######## design 1 ########
## config.mk

```make
export PLATFORM = sky130hd
export DESIGN_NAME = gate_test_sequencer
export DESIGN_NICKNAME = d
export VERILOG_FILES = /design/src/rtl/gate_test_sequencer.sv
export SDC_FILE = /design/constraint.sdc
export NUM_CORES = 1
export LEC_CHECK = 0
export ABC_AREA = 1
export ABC_CLOCK_PERIOD_IN_PS = 2029
export CAP_MARGIN = 10
export CORE_MARGIN = 2
export CORE_UTILIZATION = 43
export DETAILED_ROUTE_END_ITERATION = 10
export PLACE_DENSITY = 0.65
export SLEW_MARGIN = 20
export SYNTH_ARGS = -nofsm -noshare
export SYNTH_HDL_FRONTEND = slang
export SYNTH_SLANG_ARGS = --single-unit
```

## constraint.sdc

```tcl
create_clock -name clk -period 2.03 [get_ports clk]
set_input_delay 0.406 -clock clk [delete_from_list [all_inputs] [get_ports clk]]
set_output_delay 0.406 -clock clk [all_outputs]
set_load 0.05 [all_outputs]
```

## src/rtl/gate_test_sequencer.sv

```systemverilog
// Gate test sequencer: walks every input vector of a small combinational gate,
// holds each one for a settle time, samples the gate output and records which
// vectors disagree with the expected truth table.
module gate_test_sequencer #(
    parameter int N_IN          = 2,
    parameter int SETTLE_CYCLES = 4
) (
    input  logic                   clk,
    input  logic                   rst_n,
    input  logic                   start,
    input  logic                   abort,
    input  logic [(1<<N_IN)-1:0]   truth_table,
    input  logic                   dut_y,
    output logic [N_IN-1:0]        dut_in,
    output logic                   busy,
    output logic                   done,
    output logic                   pass,
    output logic [(1<<N_IN)-1:0]   mismatch,
    output logic [N_IN-1:0]        vec_idx
);

    localparam int NV = 1 << N_IN;
    // Index of the final vector; all ones for an N_IN-bit index.
    localparam logic [N_IN-1:0] LAST_IDX = '1;
    // APPLY counts down from this value to zero, giving SETTLE_CYCLES cycles.
    localparam logic [7:0] CNT_LOAD = 8'(SETTLE_CYCLES - 1);

    typedef enum logic [1:0] {
        S_IDLE,
        S_APPLY,
        S_SAMPLE,
        S_DONE
    } state_t;

    state_t            r_state;
    state_t            w_state_next;
    logic [NV-1:0]     r_tt;
    logic [NV-1:0]     w_tt_next;
    logic [7:0]        r_cnt;
    logic [7:0]        w_cnt_next;
    logic [N_IN-1:0]   r_vec_idx;
    logic [N_IN-1:0]   w_vec_idx_next;
    logic [N_IN-1:0]   r_dut_in;
    logic [N_IN-1:0]   w_dut_in_next;
    logic              r_busy;
    logic              w_busy_next;
    logic              r_done;
    logic              w_done_next;
    logic              r_pass;
    logic              w_pass_next;
    logic [NV-1:0]     r_mismatch;
    logic [NV-1:0]     w_mismatch_next;

    // Next-state and next-output logic; every output is registered below.
    always_comb begin
        w_state_next    = r_state;
        w_tt_next       = r_tt;
        w_cnt_next      = r_cnt;
        w_vec_idx_next  = r_vec_idx;
        w_dut_in_next   = r_dut_in;
        w_busy_next     = r_busy;
        w_done_next     = 1'b0;
        w_pass_next     = r_pass;
        w_mismatch_next = r_mismatch;

        if (abort && (r_state != S_IDLE)) begin
            // Abort drops the run; mismatch bits gathered so far are kept.
            w_state_next   = S_IDLE;
            w_busy_next    = 1'b0;
            w_dut_in_next  = '0;
            w_vec_idx_next = '0;
            w_pass_next    = 1'b0;
        end else begin
            case (r_state)
                S_IDLE: begin
                    if (start && !abort) begin
                        w_tt_next       = truth_table;
                        w_mismatch_next = '0;
                        w_pass_next     = 1'b0;
                        w_vec_idx_next  = '0;
                        w_dut_in_next   = '0;
                        w_cnt_next      = CNT_LOAD;
                        w_busy_next     = 1'b1;
                        w_state_next    = S_APPLY;
                    end
                end
                S_APPLY: begin
                    if (r_cnt == 8'd0) begin
                        w_state_next = S_SAMPLE;
                    end else begin
                        w_cnt_next = r_cnt - 8'd1;
                    end
                end
                S_SAMPLE: begin
                    // dut_y is only looked at here, after the vector has settled.
                    if (dut_y != r_tt[r_vec_idx]) begin
                        w_mismatch_next[r_vec_idx] = 1'b1;
                    end
                    if (r_vec_idx != LAST_IDX) begin
                        w_vec_idx_next = r_vec_idx + 1'b1;
                        w_dut_in_next  = r_vec_idx + 1'b1;
                        w_cnt_next     = CNT_LOAD;
                        w_state_next   = S_APPLY;
                    end else begin
                        w_state_next = S_DONE;
                    end
                end
                S_DONE: begin
                    // r_mismatch already holds the final SAMPLE update here.
                    w_done_next    = 1'b1;
                    w_pass_next    = ~|r_mismatch;
                    w_busy_next    = 1'b0;
                    w_dut_in_next  = '0;
                    w_vec_idx_next = '0;
                    w_state_next   = S_IDLE;
                end
                default: begin
                    w_state_next = S_IDLE;
                end
            endcase
        end
    end

    // State and output registers, cleared immediately by reset.
    always_ff @(posedge clk or negedge rst_n) begin
        if (!rst_n) begin
            r_state    <= S_IDLE;
            r_tt       <= '0;
            r_cnt      <= '0;
            r_vec_idx  <= '0;
            r_dut_in   <= '0;
            r_busy     <= 1'b0;
            r_done     <= 1'b0;
            r_pass     <= 1'b0;
            r_mismatch <= '0;
        end else begin
            r_state    <= w_state_next;
            r_tt       <= w_tt_next;
            r_cnt      <= w_cnt_next;
            r_vec_idx  <= w_vec_idx_next;
            r_dut_in   <= w_dut_in_next;
            r_busy     <= w_busy_next;
            r_done     <= w_done_next;
            r_pass     <= w_pass_next;
            r_mismatch <= w_mismatch_next;
        end
    end

    assign dut_in   = r_dut_in;
    assign busy     = r_busy;
    assign done     = r_done;
    assign pass     = r_pass;
    assign mismatch = r_mismatch;
    assign vec_idx  = r_vec_idx;

endmodule

```

######## design 2 ########
**src/rtl/sdram_timer_bank.sv**
```systemverilog
// sdram_timer_bank: bank of NUM_CH independent down-counters for SDRAM timing
// (tRCD, tRP, tRFC, refresh interval, ...). Each channel runs one-shot or
// periodic (auto-reload). It reports a level "done" when its count is zero
// and a registered one-cycle "expire" pulse when it times out.
//
// Ports:
//   clk         system clock, rising edge
//   rst         asynchronous active-high reset
//   load        per-channel load strobe
//   load_value  channel i value at [i*WIDTH +: WIDTH]
//   load_per    periodic-mode select, sampled with load
//   clear       per-channel abort (count and mode to 0, reload kept)
//   pause       freeze all counting (only with SDRAM_TIMER_PAUSE_EN)
//   done        count == 0 per channel (combinational from count register)
//   expire      one-cycle timeout pulse per channel (registered)
//   all_done    AND of done
//
// Build option: define SDRAM_TIMER_PAUSE_EN to add the pause input.

module sdram_timer_bank #(
    parameter int unsigned NUM_CH = 4,
    parameter int unsigned WIDTH  = 16
) (
    input  logic                      clk,
    input  logic                      rst,
    input  logic [NUM_CH-1:0]         load,
    input  logic [NUM_CH*WIDTH-1:0]   load_value,
    input  logic [NUM_CH-1:0]         load_per,
    input  logic [NUM_CH-1:0]         clear,
`ifdef SDRAM_TIMER_PAUSE_EN
    input  logic                      pause,
`endif
    output logic [NUM_CH-1:0]         done,
    output logic [NUM_CH-1:0]         expire,
    output logic                      all_done
);

    localparam int unsigned CW = WIDTH;

    // Global run enable: counting and auto-reload happen only while run is high.
    logic run;
`ifdef SDRAM_TIMER_PAUSE_EN
    assign run = ~pause;
`else
    assign run = 1'b1;
`endif

    for (genvar i = 0; i < NUM_CH; i++) begin : g_ch
        logic [CW-1:0] cnt_q, cnt_d;
        logic [CW-1:0] rel_q, rel_d;
        logic          per_q, per_d;
        logic          exp_q, exp_d;
        logic [CW-1:0] val;

        assign val = load_value[i*CW +: CW];

        // Next state: clear beats load beats decrement.
        always_comb begin
            cnt_d = cnt_q;
            rel_d = rel_q;
            per_d = per_q;
            exp_d = 1'b0;
            if (clear[i]) begin
                cnt_d = '0;
                per_d = 1'b0;
            end else if (load[i]) begin
                cnt_d = val;
                rel_d = val;
                per_d = load_per[i];
            end else if (run && (cnt_q != '0)) begin
                if (cnt_q == CW'(1)) begin
                    exp_d = 1'b1;
                    cnt_d = (per_q && (rel_q != '0)) ? rel_q : '0;
                end else begin
                    cnt_d = cnt_q - CW'(1);
                end
            end
        end

        // Channel state registers.
        always_ff @(posedge clk or posedge rst) begin
            if (rst) begin
                cnt_q <= '0;
                rel_q <= '0;
                per_q <= 1'b0;
                exp_q <= 1'b0;
            end else begin
                cnt_q <= cnt_d;
                rel_q <= rel_d;
                per_q <= per_d;
                exp_q <= exp_d;
            end
        end

        assign done[i]   = (cnt_q == '0);
        assign expire[i] = exp_q;
    end

    assign all_done = &done;

endmodule

```
**config.mk**
```make
export PLATFORM = sky130hd
export DESIGN_NAME = sdram_timer_bank
export DESIGN_NICKNAME = d
export VERILOG_FILES = /design/src/rtl/sdram_timer_bank.sv
export SDC_FILE = /design/constraint.sdc
export NUM_CORES = 1
export LEC_CHECK = 0
export CORE_UTILIZATION = 35
export DETAILED_ROUTE_END_ITERATION = 7
export SYNTH_ARGS = -nofsm -noshare
export SYNTH_HDL_FRONTEND = slang
export SYNTH_SLANG_ARGS = --single-unit
```
**constraint.sdc**
```tcl
create_clock -name clk -period 13.9 [get_ports clk]
set_clock_uncertainty 0.15 [all_clocks]
set_input_delay 2.085 -clock clk [delete_from_list [all_inputs] [get_ports clk]]
set_output_delay 2.085 -clock clk [all_outputs]
set_load 0.01 [all_outputs]
```
Fig. 1: design 2, wire density map
(2 px per um) The die is cut into 29 by 29 equal tiles; dark blue is low, red is high, scaled to the fullest tile. Values are wire area over tile area, all layers added.
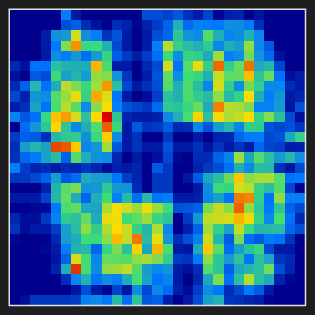
nearly empty tiles: 15%
emptiest ninth of the die: middle
mean over tiles: 0.14
fullest tile: 0.51
tiles over half the peak: 19%

==> results.sh, design 2 <==
# source this file to load flow results
export IMPL_rows=52
export IMPL_top_usage_layer="met2"
export IMPL_grt_pass1_vias=6311
export IMPL_ys_sh_aoi=0.1275
export IMPL_sh_seq_area=0.3743
export IMPL_layout_top_cell="nand2_1"
export IMPL_final_core_util=0.4436
export IMPL_p_sw_frac=0.2992
export IMPL_dpl_cell_area_um2=8483
export IMPL_synth_xor_area_share=0.05325
export IMPL_fin_crit_sh=0.3818
export IMPL_signal_buffers=94
export IMPL_ff2ff_setup_slack_ns=11.00
export IMPL_largest_class="combinational gates"
export IMPL_rsz0062_at_grt="false"
export IMPL_syn_area_um2=7401
export IMPL_crit_end="all_done"
export IMPL_worst_path_stages=7
export IMPL_grtUsageMet1=0.2672
export IMPL_hold_end="g_ch[3].cnt_q[14]"
export IMPL_clock_latency_ns=0.43
export IMPL_status="completed"
export IMPL_p_comb_frac=0.195
export IMPL_period_minus_slack_ns=5.308
export IMPL_die_area_um2=21730
export IMPL_lay_top_cells="nand2_1 (244), dfrtp_1 (136), clkdlybuf4s50_1 (86), nor2_1 (54), xnor2_1 (30)"
export IMPL_comb_area_um2=3741
export IMPL_pg_seq_uw=487
export IMPL_comb_share=0.4115
export IMPL_p_seq_frac=0.409
## design 2: metrics by stage
step	hold WS [ns]	std cells
2_1_floorplan	0.3044	852
3_3_place_gp	0.3366	1176
3_5_place_dp	0.3373	1176
4_1_cts	0.3504	1208
5_1_grt	0.3762	1208
6_report	0.3454	1208
## design 2: sequential cells by signal, indices dropped and copies added, names as in the netlist
register	flops
g_ch.cnt_q	64
g_ch.rel_q	64
g_ch.exp_q	4
g_ch.per_q	4
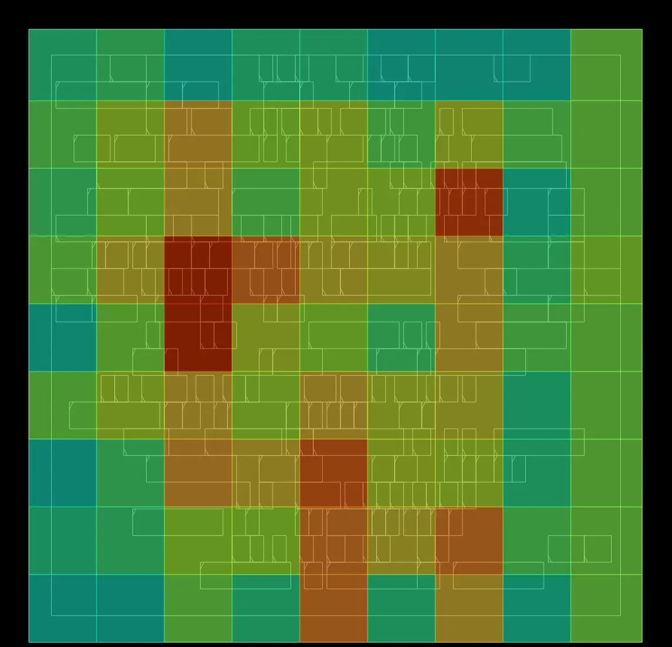
Fig. 2. Routing congestion map (design 1).
final core occ: 0.5193
GR Util met2: 0.2702
met3 Track Usage GR: 0.02523
met1 global-route usage: 0.1982

==> results.sh, design 1 <==
# source this file to load flow results
export IMPL_crit_buf_inv=1
export IMPL_syn2layout_area_growth_pct=16.94
export IMPL_ff2ff_setup_slack_ns=0.33
export IMPL_status="completed"
export IMPL_dp_cells=244
export IMPL_worst_slew_pin_slew_ns=0.4934
export IMPL_fin_crit_sh=0.9641
export IMPL_p_clk_uw=211
export IMPL_p_total_mw=2.581
export IMPL_r2r_worst_path_cells=7
export IMPL_wl_met3_um=92
export IMPL_antenna_left=0
export IMPL_finalHoldViolCount=0
export IMPL_viasPerCell=4.911
export IMPL_ys_ff=23
export IMPL_fin_ws_ns=0.07290
export IMPL_layoutNonFillerInstCount=248
export IMPL_synth_yosys_seq_area_share=0.3915
export IMPL_end_kind="primary output"
export IMPL_initCoreUtil=0.4441
export IMPL_avgSynthCellArea_um2=8.122
export IMPL_cts_root_buf="clkbuf_4"
export IMPL_wire_per_inst_um=11.34
export IMPL_syn_area_um2=1470
export IMPL_die_area_um2=3903
export IMPL_cts_htree_levels=1
export IMPL_crit_chain="clkdlybuf4s50_1"
[design 1: cell type report]
class / instances / area [um^2]
sequential: 23 / 575.6
fill: 333 / 1592
timing repair buffer: 20 / 187.7
tap: 46 / 57.56
clock buffer: 4 / 26.28
inverter: 22 / 82.58
multi-input combinational: 133 / 789.5
[design 1: sequential cells by signal (all words and copies together), names as in the netlist]
register,count
busy,1
done,1
dut_in,2
mismatch,4
pass,1
r_cnt,8
r_state,2
r_tt,4

==> gallery <==
Metal 3.
image #1
(3 px per um)
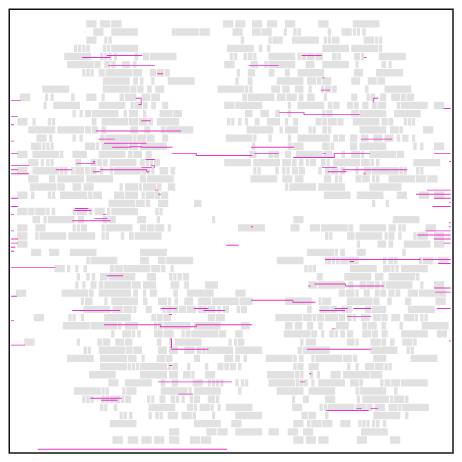
image #2
(8 px per um)
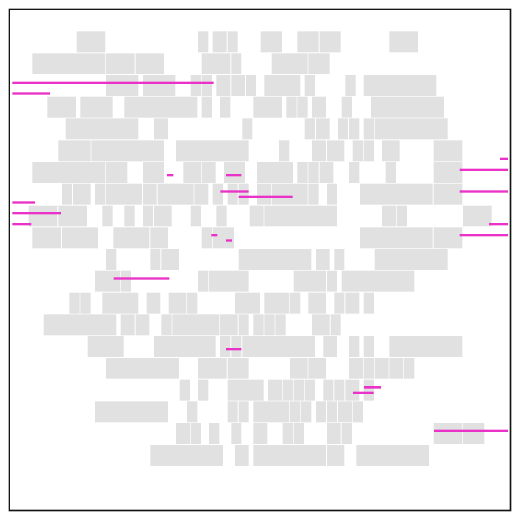
design 1 -> image #2
design 2 -> image #1
Of these, largest die: image #1


######## design 3 ########
Fig. 3: design 3, routing congestion map
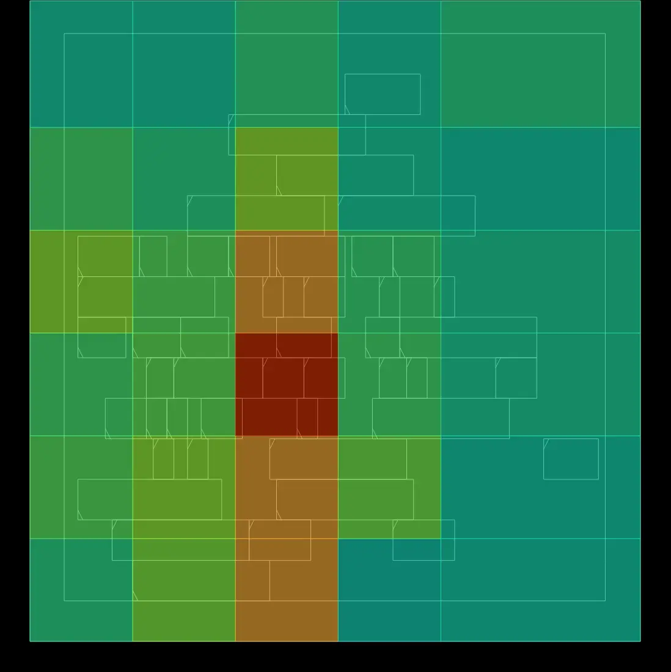

`src/rtl/element_pkg.sv`:
```
// -----------------------------------------------------------------------------
// element_pkg
// Shared definitions for the element_* debounce slice.
//   debounce_state_t      : FSM state encoding used by element_debouncer
//   DEFAULT_STABLE_CYCLES : default qualification window (samples)
// No ports (package).
// -----------------------------------------------------------------------------
package element_pkg;

   localparam int DEFAULT_STABLE_CYCLES = 4;

   // IDLE_* : output settled at that level, watching for a differing sample.
   // CHECK_*: qualifying a candidate new level; any contrary sample aborts.
   typedef enum logic [1:0] {
      IDLE_LOW   = 2'd0,
      CHECK_HIGH = 2'd1,
      IDLE_HIGH  = 2'd2,
      CHECK_LOW  = 2'd3
   } debounce_state_t;

endpackage : element_pkg

```
`src/rtl/element_sync.sv`:
```
// -----------------------------------------------------------------------------
// element_sync
// Two-flop synchronizer bringing an asynchronous level into the clock domain.
// Only instantiated by element_debouncer when ELEMENT_DEBOUNCER_SYNC_EN is
// defined.
// Ports:
//   clock   in  : sampling clock, rising edge
//   reset_n in  : asynchronous active-low reset, clears both flops
//   data    in  : asynchronous level
//   out     out : synchronized level, two clock edges behind data
// -----------------------------------------------------------------------------
module element_sync (
   input  logic clock,
   input  logic reset_n,
   input  logic data,
   output logic out
);

   logic meta;

   always_ff @(posedge clock or negedge reset_n) begin
      if (!reset_n) begin
         meta <= 1'b0;
         out  <= 1'b0;
      end else begin
         meta <= data;
         out  <= meta;
      end
   end

endmodule : element_sync

```
`src/rtl/element_debouncer.sv`:
```
// -----------------------------------------------------------------------------
// element_debouncer
// Debounces a bouncing switch/button level. A new level is accepted only after
// STABLE_CYCLES consecutive equal samples; shorter excursions are ignored.
//
// Parameters:
//   STABLE_CYCLES : consecutive samples needed to accept a new level (2..65535)
//
// Ports:
//   clock   in  : single clock, all state on the rising edge
//   reset_n in  : asynchronous active-low reset
//   data    in  : raw, possibly bouncing level
//   out     out : debounced level (registered)
//   rise    out : one-cycle pulse on out 0->1 (registered)
//   fall    out : one-cycle pulse on out 1->0 (registered)
//
// Configuration macro:
//   ELEMENT_DEBOUNCER_SYNC_EN : defined   -> data passes through element_sync
//                                            (+2 cycles latency)
//                               undefined -> data is sampled directly; the
//                                            caller guarantees it is already
//                                            synchronous to clock
//
// Latency from data change (set up before edge k) to out change:
//   edge k + STABLE_CYCLES - 1 without the synchronizer,
//   edge k + STABLE_CYCLES + 1 with it.
// -----------------------------------------------------------------------------
module element_debouncer
   import element_pkg::*;
#(
   parameter int STABLE_CYCLES = DEFAULT_STABLE_CYCLES
) (
   input  logic clock,
   input  logic reset_n,
   input  logic data,
   output logic out,
   output logic rise,
   output logic fall
);

   // Wide enough to hold STABLE_CYCLES; in practice it tops out at
   // STABLE_CYCLES-1 because reaching that value ends the window.
   localparam int CW = $clog2(STABLE_CYCLES + 1);
   localparam logic [CW-1:0] LAST_COUNT = CW'(STABLE_CYCLES - 1);
   localparam logic [CW-1:0] ONE        = CW'(1);

   logic            data_s;
   debounce_state_t state;
   logic [CW-1:0]   counter;

`ifdef ELEMENT_DEBOUNCER_SYNC_EN
   element_sync u_sync (
      .clock   (clock),
      .reset_n (reset_n),
      .data    (data),
      .out     (data_s)
   );
`else
   assign data_s = data;
`endif

   // The counter holds the number of differing samples already seen in the
   // current window, so the sample that arrives while counter==STABLE_CYCLES-1
   // is the STABLE_CYCLES-th one and commits the new level on this same edge.
   always_ff @(posedge clock or negedge reset_n) begin
      if (!reset_n) begin
         state   <= IDLE_LOW;
         counter <= '0;
         out     <= 1'b0;
         rise    <= 1'b0;
         fall    <= 1'b0;
      end else begin
         // Pulses are single-cycle: cleared unless set below.
         rise <= 1'b0;
         fall <= 1'b0;
         case (state)
            IDLE_LOW: begin
               if (data_s) begin
                  state   <= CHECK_HIGH;
                  counter <= ONE;
               end
            end
            CHECK_HIGH: begin
               if (!data_s) begin
                  state   <= IDLE_LOW;
                  counter <= '0;
               end else if (counter == LAST_COUNT) begin
                  state   <= IDLE_HIGH;
                  counter <= '0;
                  out     <= 1'b1;
                  rise    <= 1'b1;
               end else begin
                  counter <= counter + ONE;
               end
            end
            IDLE_HIGH: begin
               if (!data_s) begin
                  state   <= CHECK_LOW;
                  counter <= ONE;
               end
            end
            CHECK_LOW: begin
               if (data_s) begin
                  state   <= IDLE_HIGH;
                  counter <= '0;
               end else if (counter == LAST_COUNT) begin
                  state   <= IDLE_LOW;
                  counter <= '0;
                  out     <= 1'b0;
                  fall    <= 1'b1;
               end else begin
                  counter <= counter + ONE;
               end
            end
            default: begin
               state   <= IDLE_LOW;
               counter <= '0;
               out     <= 1'b0;
            end
         endcase
      end
   end

endmodule : element_debouncer
```
`config.mk`:
```
export PLATFORM = sky130hd
export DESIGN_NAME = element_debouncer
export DESIGN_NICKNAME = d
export VERILOG_FILES = /design/src/rtl/element_pkg.sv /design/src/rtl/element_sync.sv /design/src/rtl/element_debouncer.sv
export SDC_FILE = /design/constraint.sdc
export NUM_CORES = 1
export LEC_CHECK = 0
export CORE_AREA = 2 2 39 41
export CTS_BUF_LIST = sky130_fd_sc_hd__clkbuf_16
export DETAILED_ROUTE_END_ITERATION = 16
export DIE_AREA = 0 0 41 43
export GPL_TIMING_DRIVEN = 0
export SYNTH_ARGS = -nofsm -noshare
export SYNTH_HDL_FRONTEND = slang
export SYNTH_SLANG_ARGS = --single-unit
```
`constraint.sdc`:
```
create_clock -name clock -period 1.1 [get_ports clock]
set_clock_uncertainty 0.1 [all_clocks]
set_input_delay 0.275 -clock clock [delete_from_list [all_inputs] [get_ports clock]]
set_output_delay 0.275 -clock clock [all_outputs]
set_load 0.02 [all_outputs]
```
######## design 4 ########
## src/rtl/lsu_pkg.sv

```systemverilog
// Shared definitions for the load/store unit: funct3 width codes, FSM states
// and request legality/alignment helpers.
package lsu_pkg;

   localparam logic [2:0] F3_B  = 3'b000;
   localparam logic [2:0] F3_H  = 3'b001;
   localparam logic [2:0] F3_W  = 3'b010;
   localparam logic [2:0] F3_BU = 3'b100;
   localparam logic [2:0] F3_HU = 3'b101;

   typedef enum logic [1:0] {IDLE, REQ, RESP, DONE} lsu_state_t;

   function automatic logic f3_legal(input logic store, input logic [2:0] f3);
      logic ok;
      ok = (f3 == F3_B) || (f3 == F3_H) || (f3 == F3_W);
      if (!store)
         ok = ok || (f3 == F3_BU) || (f3 == F3_HU);
      return ok;
   endfunction

   // Halfwords need addr[0]=0, words need addr[1:0]=00; stores share the codes.
   function automatic logic f3_misaligned(input logic [2:0] f3, input logic [1:0] lo);
      logic bad;
      bad = 1'b0;
      if ((f3 == F3_H) || (f3 == F3_HU))
         bad = lo[0];
      else if (f3 == F3_W)
         bad = |lo;
      return bad;
   endfunction

endpackage

```

## src/rtl/lsu_fmt.sv

```systemverilog
// Combinational data formatting: store lane replication and byte strobes,
// load lane extraction with sign/zero extension.
module lsu_fmt
   import lsu_pkg::*;
(
   input  logic [2:0]  st_funct3,
   input  logic [1:0]  st_addr_lo,
   input  logic [31:0] st_data,
   output logic [3:0]  st_strb,
   output logic [31:0] st_wdata,
   input  logic [2:0]  ld_funct3,
   input  logic [1:0]  ld_addr_lo,
   input  logic [31:0] ld_word,
   output logic [31:0] ld_data
);

   logic [7:0]  lane_byte;
   logic [15:0] lane_half;

   // Halfword strobes only look at addr[1], so a stray addr[0] is dropped here.
   always_comb begin
      st_strb  = 4'b0000;
      st_wdata = st_data;
      case (st_funct3)
         F3_B: begin
            st_strb  = 4'b0001 << st_addr_lo;
            st_wdata = {4{st_data[7:0]}};
         end
         F3_H: begin
            st_strb  = st_addr_lo[1] ? 4'b1100 : 4'b0011;
            st_wdata = {2{st_data[15:0]}};
         end
         F3_W: st_strb = 4'b1111;
         default: st_strb = 4'b0000;
      endcase
   end

   assign lane_byte = ld_word[{ld_addr_lo, 3'b000} +: 8];
   assign lane_half = ld_addr_lo[1] ? ld_word[31:16] : ld_word[15:0];

   always_comb begin
      ld_data = 32'h0;
      case (ld_funct3)
         F3_B:  ld_data = {{24{lane_byte[7]}}, lane_byte};
         F3_BU: ld_data = {24'h0, lane_byte};
         F3_H:  ld_data = {{16{lane_half[15]}}, lane_half};
         F3_HU: ld_data = {16'h0, lane_half};
         F3_W:  ld_data = ld_word;
         default: ld_data = 32'h0;
      endcase
   end

endmodule

```

## src/rtl/lsu.sv

```systemverilog
// Load/store unit: single outstanding valid/ready bus transaction with response timeout.
// Define LSU_MISALIGN_CHK_EN to fault misaligned half/word accesses instead of forcing alignment.
module lsu
   import lsu_pkg::*;
#(
   parameter int TIMEOUT = 255
) (
   input  logic        clk,
   input  logic        rst,
   input  logic        req_valid,
   output logic        req_ready,
   input  logic        req_store,
   input  logic [2:0]  req_funct3,
   input  logic [31:0] req_addr,
   input  logic [31:0] req_wdata,
   output logic        rsp_valid,
   output logic [31:0] rsp_rdata,
   output logic        rsp_err,
   output logic        mem_valid,
   input  logic        mem_ready,
   output logic        mem_we,
   output logic [31:0] mem_addr,
   output logic [3:0]  mem_wstrb,
   output logic [31:0] mem_wdata,
   input  logic        mem_rvalid,
   input  logic [31:0] mem_rdata,
   input  logic        mem_err
);

   localparam int CW = $clog2(TIMEOUT + 1);

   lsu_state_t    state, state_nx;
   logic [CW-1:0] tmo_cnt;
   logic          is_store;
   logic [2:0]    funct3;
   logic [1:0]    addr_lo;
   logic          bad_align;
   logic          req_bad;
   logic          timed_out;
   logic [3:0]    fmt_strb;
   logic [31:0]   fmt_wdata;
   logic [31:0]   fmt_rdata;

`ifdef LSU_MISALIGN_CHK_EN
   assign bad_align = f3_misaligned(req_funct3, req_addr[1:0]);
`else
   assign bad_align = 1'b0;
`endif

   assign req_bad   = !f3_legal(req_store, req_funct3) || bad_align;
   assign timed_out = (tmo_cnt == CW'(TIMEOUT - 1));

   lsu_fmt u_fmt (
      .st_funct3  (req_funct3),
      .st_addr_lo (req_addr[1:0]),
      .st_data    (req_wdata),
      .st_strb    (fmt_strb),
      .st_wdata   (fmt_wdata),
      .ld_funct3  (funct3),
      .ld_addr_lo (addr_lo),
      .ld_word    (mem_rdata),
      .ld_data    (fmt_rdata)
   );

   assign req_ready = (state == IDLE);
   assign mem_valid = (state == REQ);
   assign rsp_valid = (state == DONE);

   always_comb begin
      state_nx = state;
      case (state)
         IDLE: if (req_valid) state_nx = req_bad ? DONE : REQ;
         REQ:  if (mem_ready) state_nx = RESP;
         RESP: if (mem_rvalid || timed_out) state_nx = DONE;
         DONE: state_nx = IDLE;
         default: state_nx = IDLE;
      endcase
   end

   // A response arriving in the same cycle as the timeout still completes normally.
   always_ff @(posedge clk or negedge rst) begin
      if (!rst) begin
         state     <= IDLE;
         tmo_cnt   <= '0;
         is_store  <= 1'b0;
         funct3    <= 3'b000;
         addr_lo   <= 2'b00;
         mem_we    <= 1'b0;
         mem_addr  <= 32'h0;
         mem_wstrb <= 4'b0000;
         mem_wdata <= 32'h0;
         rsp_err   <= 1'b0;
         rsp_rdata <= 32'h0;
      end else begin
         state <= state_nx;
         case (state)
            IDLE: if (req_valid) begin
               is_store  <= req_store;
               funct3    <= req_funct3;
               addr_lo   <= req_addr[1:0];
               mem_we    <= req_store;
               mem_addr  <= {req_addr[31:2], 2'b00};
               mem_wstrb <= req_store ? fmt_strb : 4'b0000;
               mem_wdata <= fmt_wdata;
               rsp_err   <= req_bad;
               rsp_rdata <= 32'h0;
            end
            REQ: if (mem_ready) tmo_cnt <= '0;
            RESP: begin
               tmo_cnt <= tmo_cnt + CW'(1);
               if (mem_rvalid) begin
                  rsp_err   <= mem_err;
                  rsp_rdata <= (mem_err || is_store) ? 32'h0 : fmt_rdata;
               end else if (timed_out) begin
                  rsp_err   <= 1'b1;
                  rsp_rdata <= 32'h0;
               end
            end
            default: ;
         endcase
      end
   end

endmodule

```

## config.mk

```make
export PLATFORM = sky130hd
export DESIGN_NAME = lsu
export DESIGN_NICKNAME = d
export VERILOG_FILES = /design/src/rtl/lsu_pkg.sv /design/src/rtl/lsu_fmt.sv /design/src/rtl/lsu.sv
export SDC_FILE = /design/constraint.sdc
export NUM_CORES = 1
export LEC_CHECK = 0
export ABC_AREA = 1
export CORE_ASPECT_RATIO = 1.1
export CORE_MARGIN = 3
export CORE_UTILIZATION = 48
export CTS_CLUSTER_SIZE = 12
export DETAILED_ROUTE_END_ITERATION = 7
export PLACE_DENSITY = 0.83
export REMOVE_ABC_BUFFERS = 1
export SKIP_LAST_GASP = 1
export SYNTH_ARGS = -nofsm -noshare
export SYNTH_HDL_FRONTEND = slang
export SYNTH_SLANG_ARGS = --single-unit
```

## constraint.sdc

```tcl
create_clock -name clk -period 2.9 [get_ports clk]
set_input_delay 0.58 -clock clk [delete_from_list [all_inputs] [get_ports clk]]
set_output_delay 0.58 -clock clk [all_outputs]
set_load 0.01 [all_outputs]
```

Fig. 4: design 4, metal 3
(4 px per um)
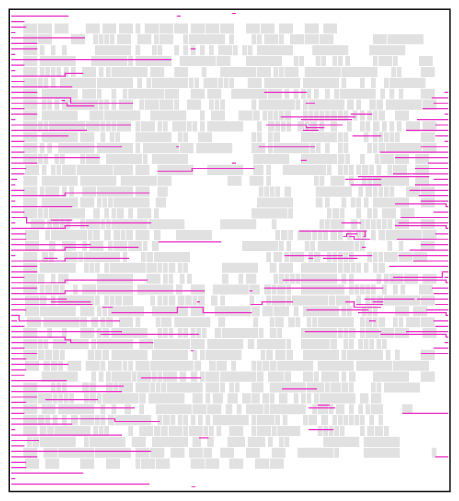
longest straight run: 40.7 um
share of all routed wire: 12%
wire length on this layer: 2,020 um
nets with wire on the layer: 171
main direction: horizontal

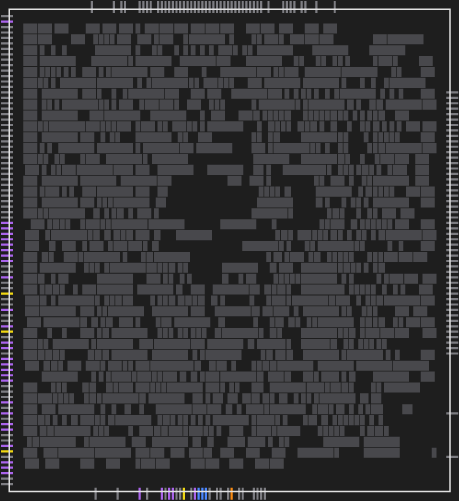
Fig. 5. Pin placement (design 4).
(4 px per um) Pins as bars across the die edge, other pins in grey.
| colour | port | pins | direction | edge |
|---|---|---|---|---|
| blue | req_funct3 | 3 | input | bottom |
| purple | req_wdata | 32 | input | 27 left, 5 bottom |
| yellow | mem_wstrb | 4 | output | 3 left, 1 bottom |
| orange | req_valid | 1 | input | bottom |
all pins by edge: 87 left, 51 right, 46 top, 27 bottom

==> results.sh, design 4 <==
# source this file to load flow results
export IMPL_yosys_area_top_type_share=0.5056
export IMPL_nonClkBufAreaFrac=0.2570
export IMPL_drtPass1Iterations=5
export IMPL_grt_pass1_wl_um=27030
export IMPL_synth_top_cell_by_count="nand2_1"
export IMPL_cpPeakStageDelay_ns=0.57
export IMPL_n_antenna_cell=0
export IMPL_signal_buffers=219
export IMPL_p_seq_frac=0.313
export IMPL_crit_end="req_ready"
export IMPL_worstPathRequired_ns=2.32
export IMPL_p_clk_mw=2.10
export IMPL_viasPerCell=5.025
export IMPL_grt_max_degree=55
export IMPL_leakagePower_nw=4.244
export IMPL_status="completed"
export IMPL_ios=211
export IMPL_regArea_um2=2878
export IMPL_antenna_left=0
export IMPL_rows=41
export IMPL_finalHoldViolCount=0
export IMPL_pg_seq_mw=2.51
export IMPL_hp_class="in2async"
export IMPL_fin_ws_ns=0.5903
export IMPL_ff_count=115
[design 4: through the flow]
stage,instances,hold slack (ns),utilization,power [mW],setup TNS [ns]
2_1_floorplan,732,0.2844,-,4.203,-9.596
3_3_place_gp,1101,0.4611,0.6815,5.867,0
3_5_place_dp,1101,0.4647,0.6815,5.924,0
4_1_cts,1132,0.2425,0.7330,8.080,0
5_1_grt,1132,0.2742,0.7330,8.568,0
6_report,1132,0.2249,0.7330,8.025,0
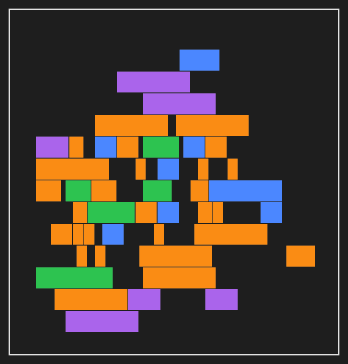
Fig. 6. Cell sizes after repair (design 3).
(8 px per um)
| colour | size | cells | share |
|---|---|---|---|
| orange | _0 and _1 cells | 27 | 59% |
| blue | _3 and _4 cells | 8 | 17% |
| purple | _6 and larger | 6 | 13% |
| green | _2 cells | 5 | 11% |

## Picture notes: Fig. 3
final core occ: 0.4150
met3 Track Usage GR: 0.03141
GR Util All Layers: 0.08952
DR WL/cell: 10.23 um

==> results.sh, design 3 <==
# source this file to load flow results
export IMPL_fin_ws_ns=-0.09319
export IMPL_violations="negative setup slack"
export IMPL_rr_startpoint="counter[0]"
export IMPL_fillerInstances=139
export IMPL_setup_viol=7
export IMPL_fa_ha_area_frac=0.03597
export IMPL_comb_share=0.3072
export IMPL_drtPass1Iterations=2
export IMPL_wl_met3_um=40
export IMPL_p_seq_frac=0.309
export IMPL_ys_sh_simple=0.2266
export IMPL_warning_count=29
export IMPL_cts_hold_buf=0
export IMPL_avgSynthCellArea_um2=10.87
export IMPL_worst_slew_pin_slew_ns=0.3639
export IMPL_drcViolationCount=0
export IMPL_ios=6
export IMPL_status="finished, violations left"
export IMPL_n_antenna_cell=0
export IMPL_critPathLaunchType="flop"
export IMPL_rows=14
export IMPL_place_worst_setup_slack_ns=-0.4920
export IMPL_place_port_buffers=5
export IMPL_clock_latency_ns=0.23
export IMPL_regToRegEndpoint="out"
export IMPL_nonClkBufAreaFrac=0.1699
[design 3: worst max-delay path: stages, from the launching register on]
cell     delay [ns]
dfrtp_1        0.40
ha_4           0.17
and3b_2        0.22
a21oi_2        0.12
o21ai_1        0.06
[design 3: placed cells by master, fill, tap and decap left out, types with 2 or more instances in the layout]
| cell type | count |
|---|---|
| buf_6 | 3 |
| buf_4 | 6 |
| nor2_1 | 3 |
| clkbuf_16 | 3 |
| o21ai_1 | 2 |
| dfrtp_1 | 7 |
| nand2_1 | 5 |

==> screenshots <==
Wire density map.
picture 1
(8 px per um) The die is cut into 8 by 9 equal tiles; dark blue is low, red is high, scaled to the fullest tile. Values are wire area over tile area, all layers added.
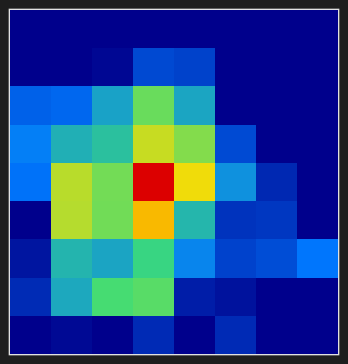
picture 2
(3 px per um) The die is cut into 22 by 24 equal tiles; dark blue is low, red is high, scaled to the fullest tile. Values are wire area over tile area, all layers added.
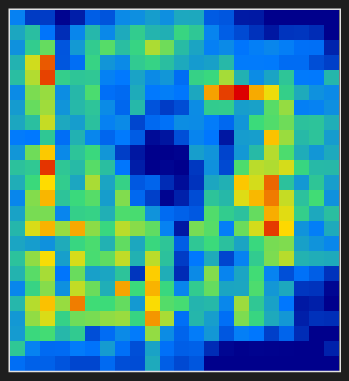
design 4 -> picture 2
design 3 -> picture 1
The one with the largest die is picture 2.

Key to picture 2:
densest ninth of the die: right middle
nearly empty tiles: 6.4%
emptiest ninth of the die: bottom right
mean over tiles: 0.22
tiles over half the peak: 23%
fullest tile: 0.59



==> notes/layouts.md <==
Pictures saved along the way, in no particular order.

M2 wires.
Plate I
(4 px per um)
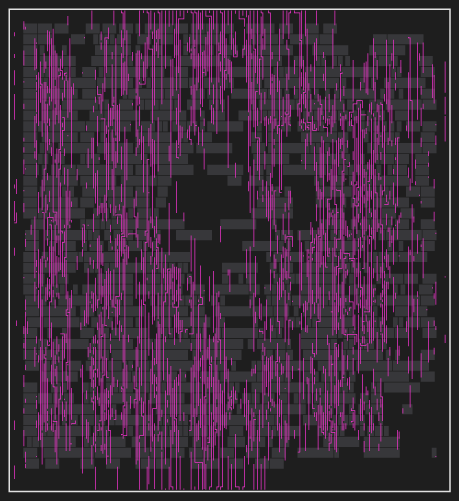
Plate II
(3 px per um)
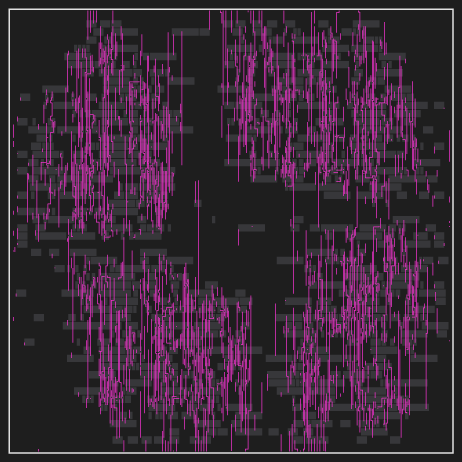
Plate III
(12 px per um)
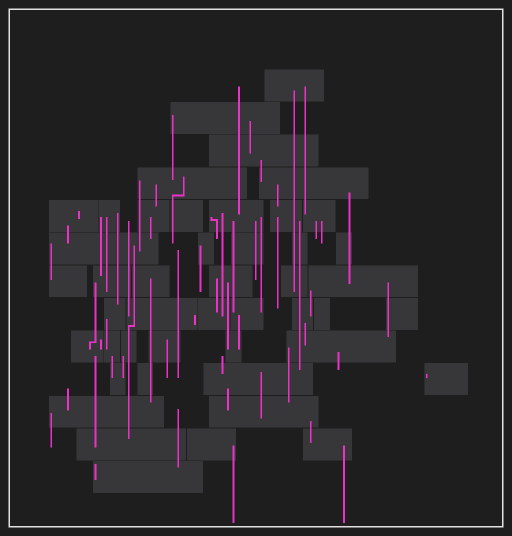
Plate IV
(8 px per um)
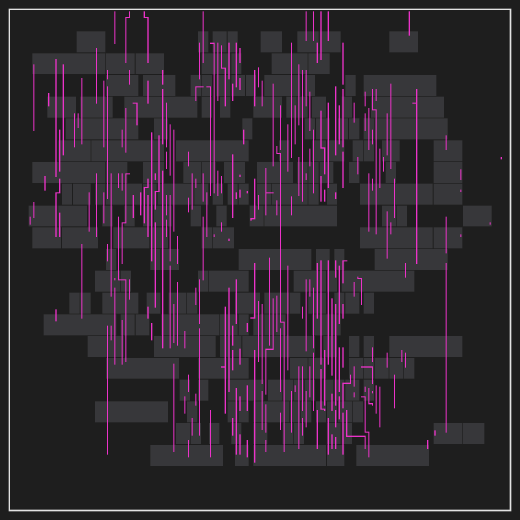
Plate IV comes from design 1.
Plate I comes from design 4.
Plate II comes from design 2.
Plate III comes from design 3.
- largest die: Plate II
- smallest die: Plate III

Power is estimated from default activity; no workload was simulated.
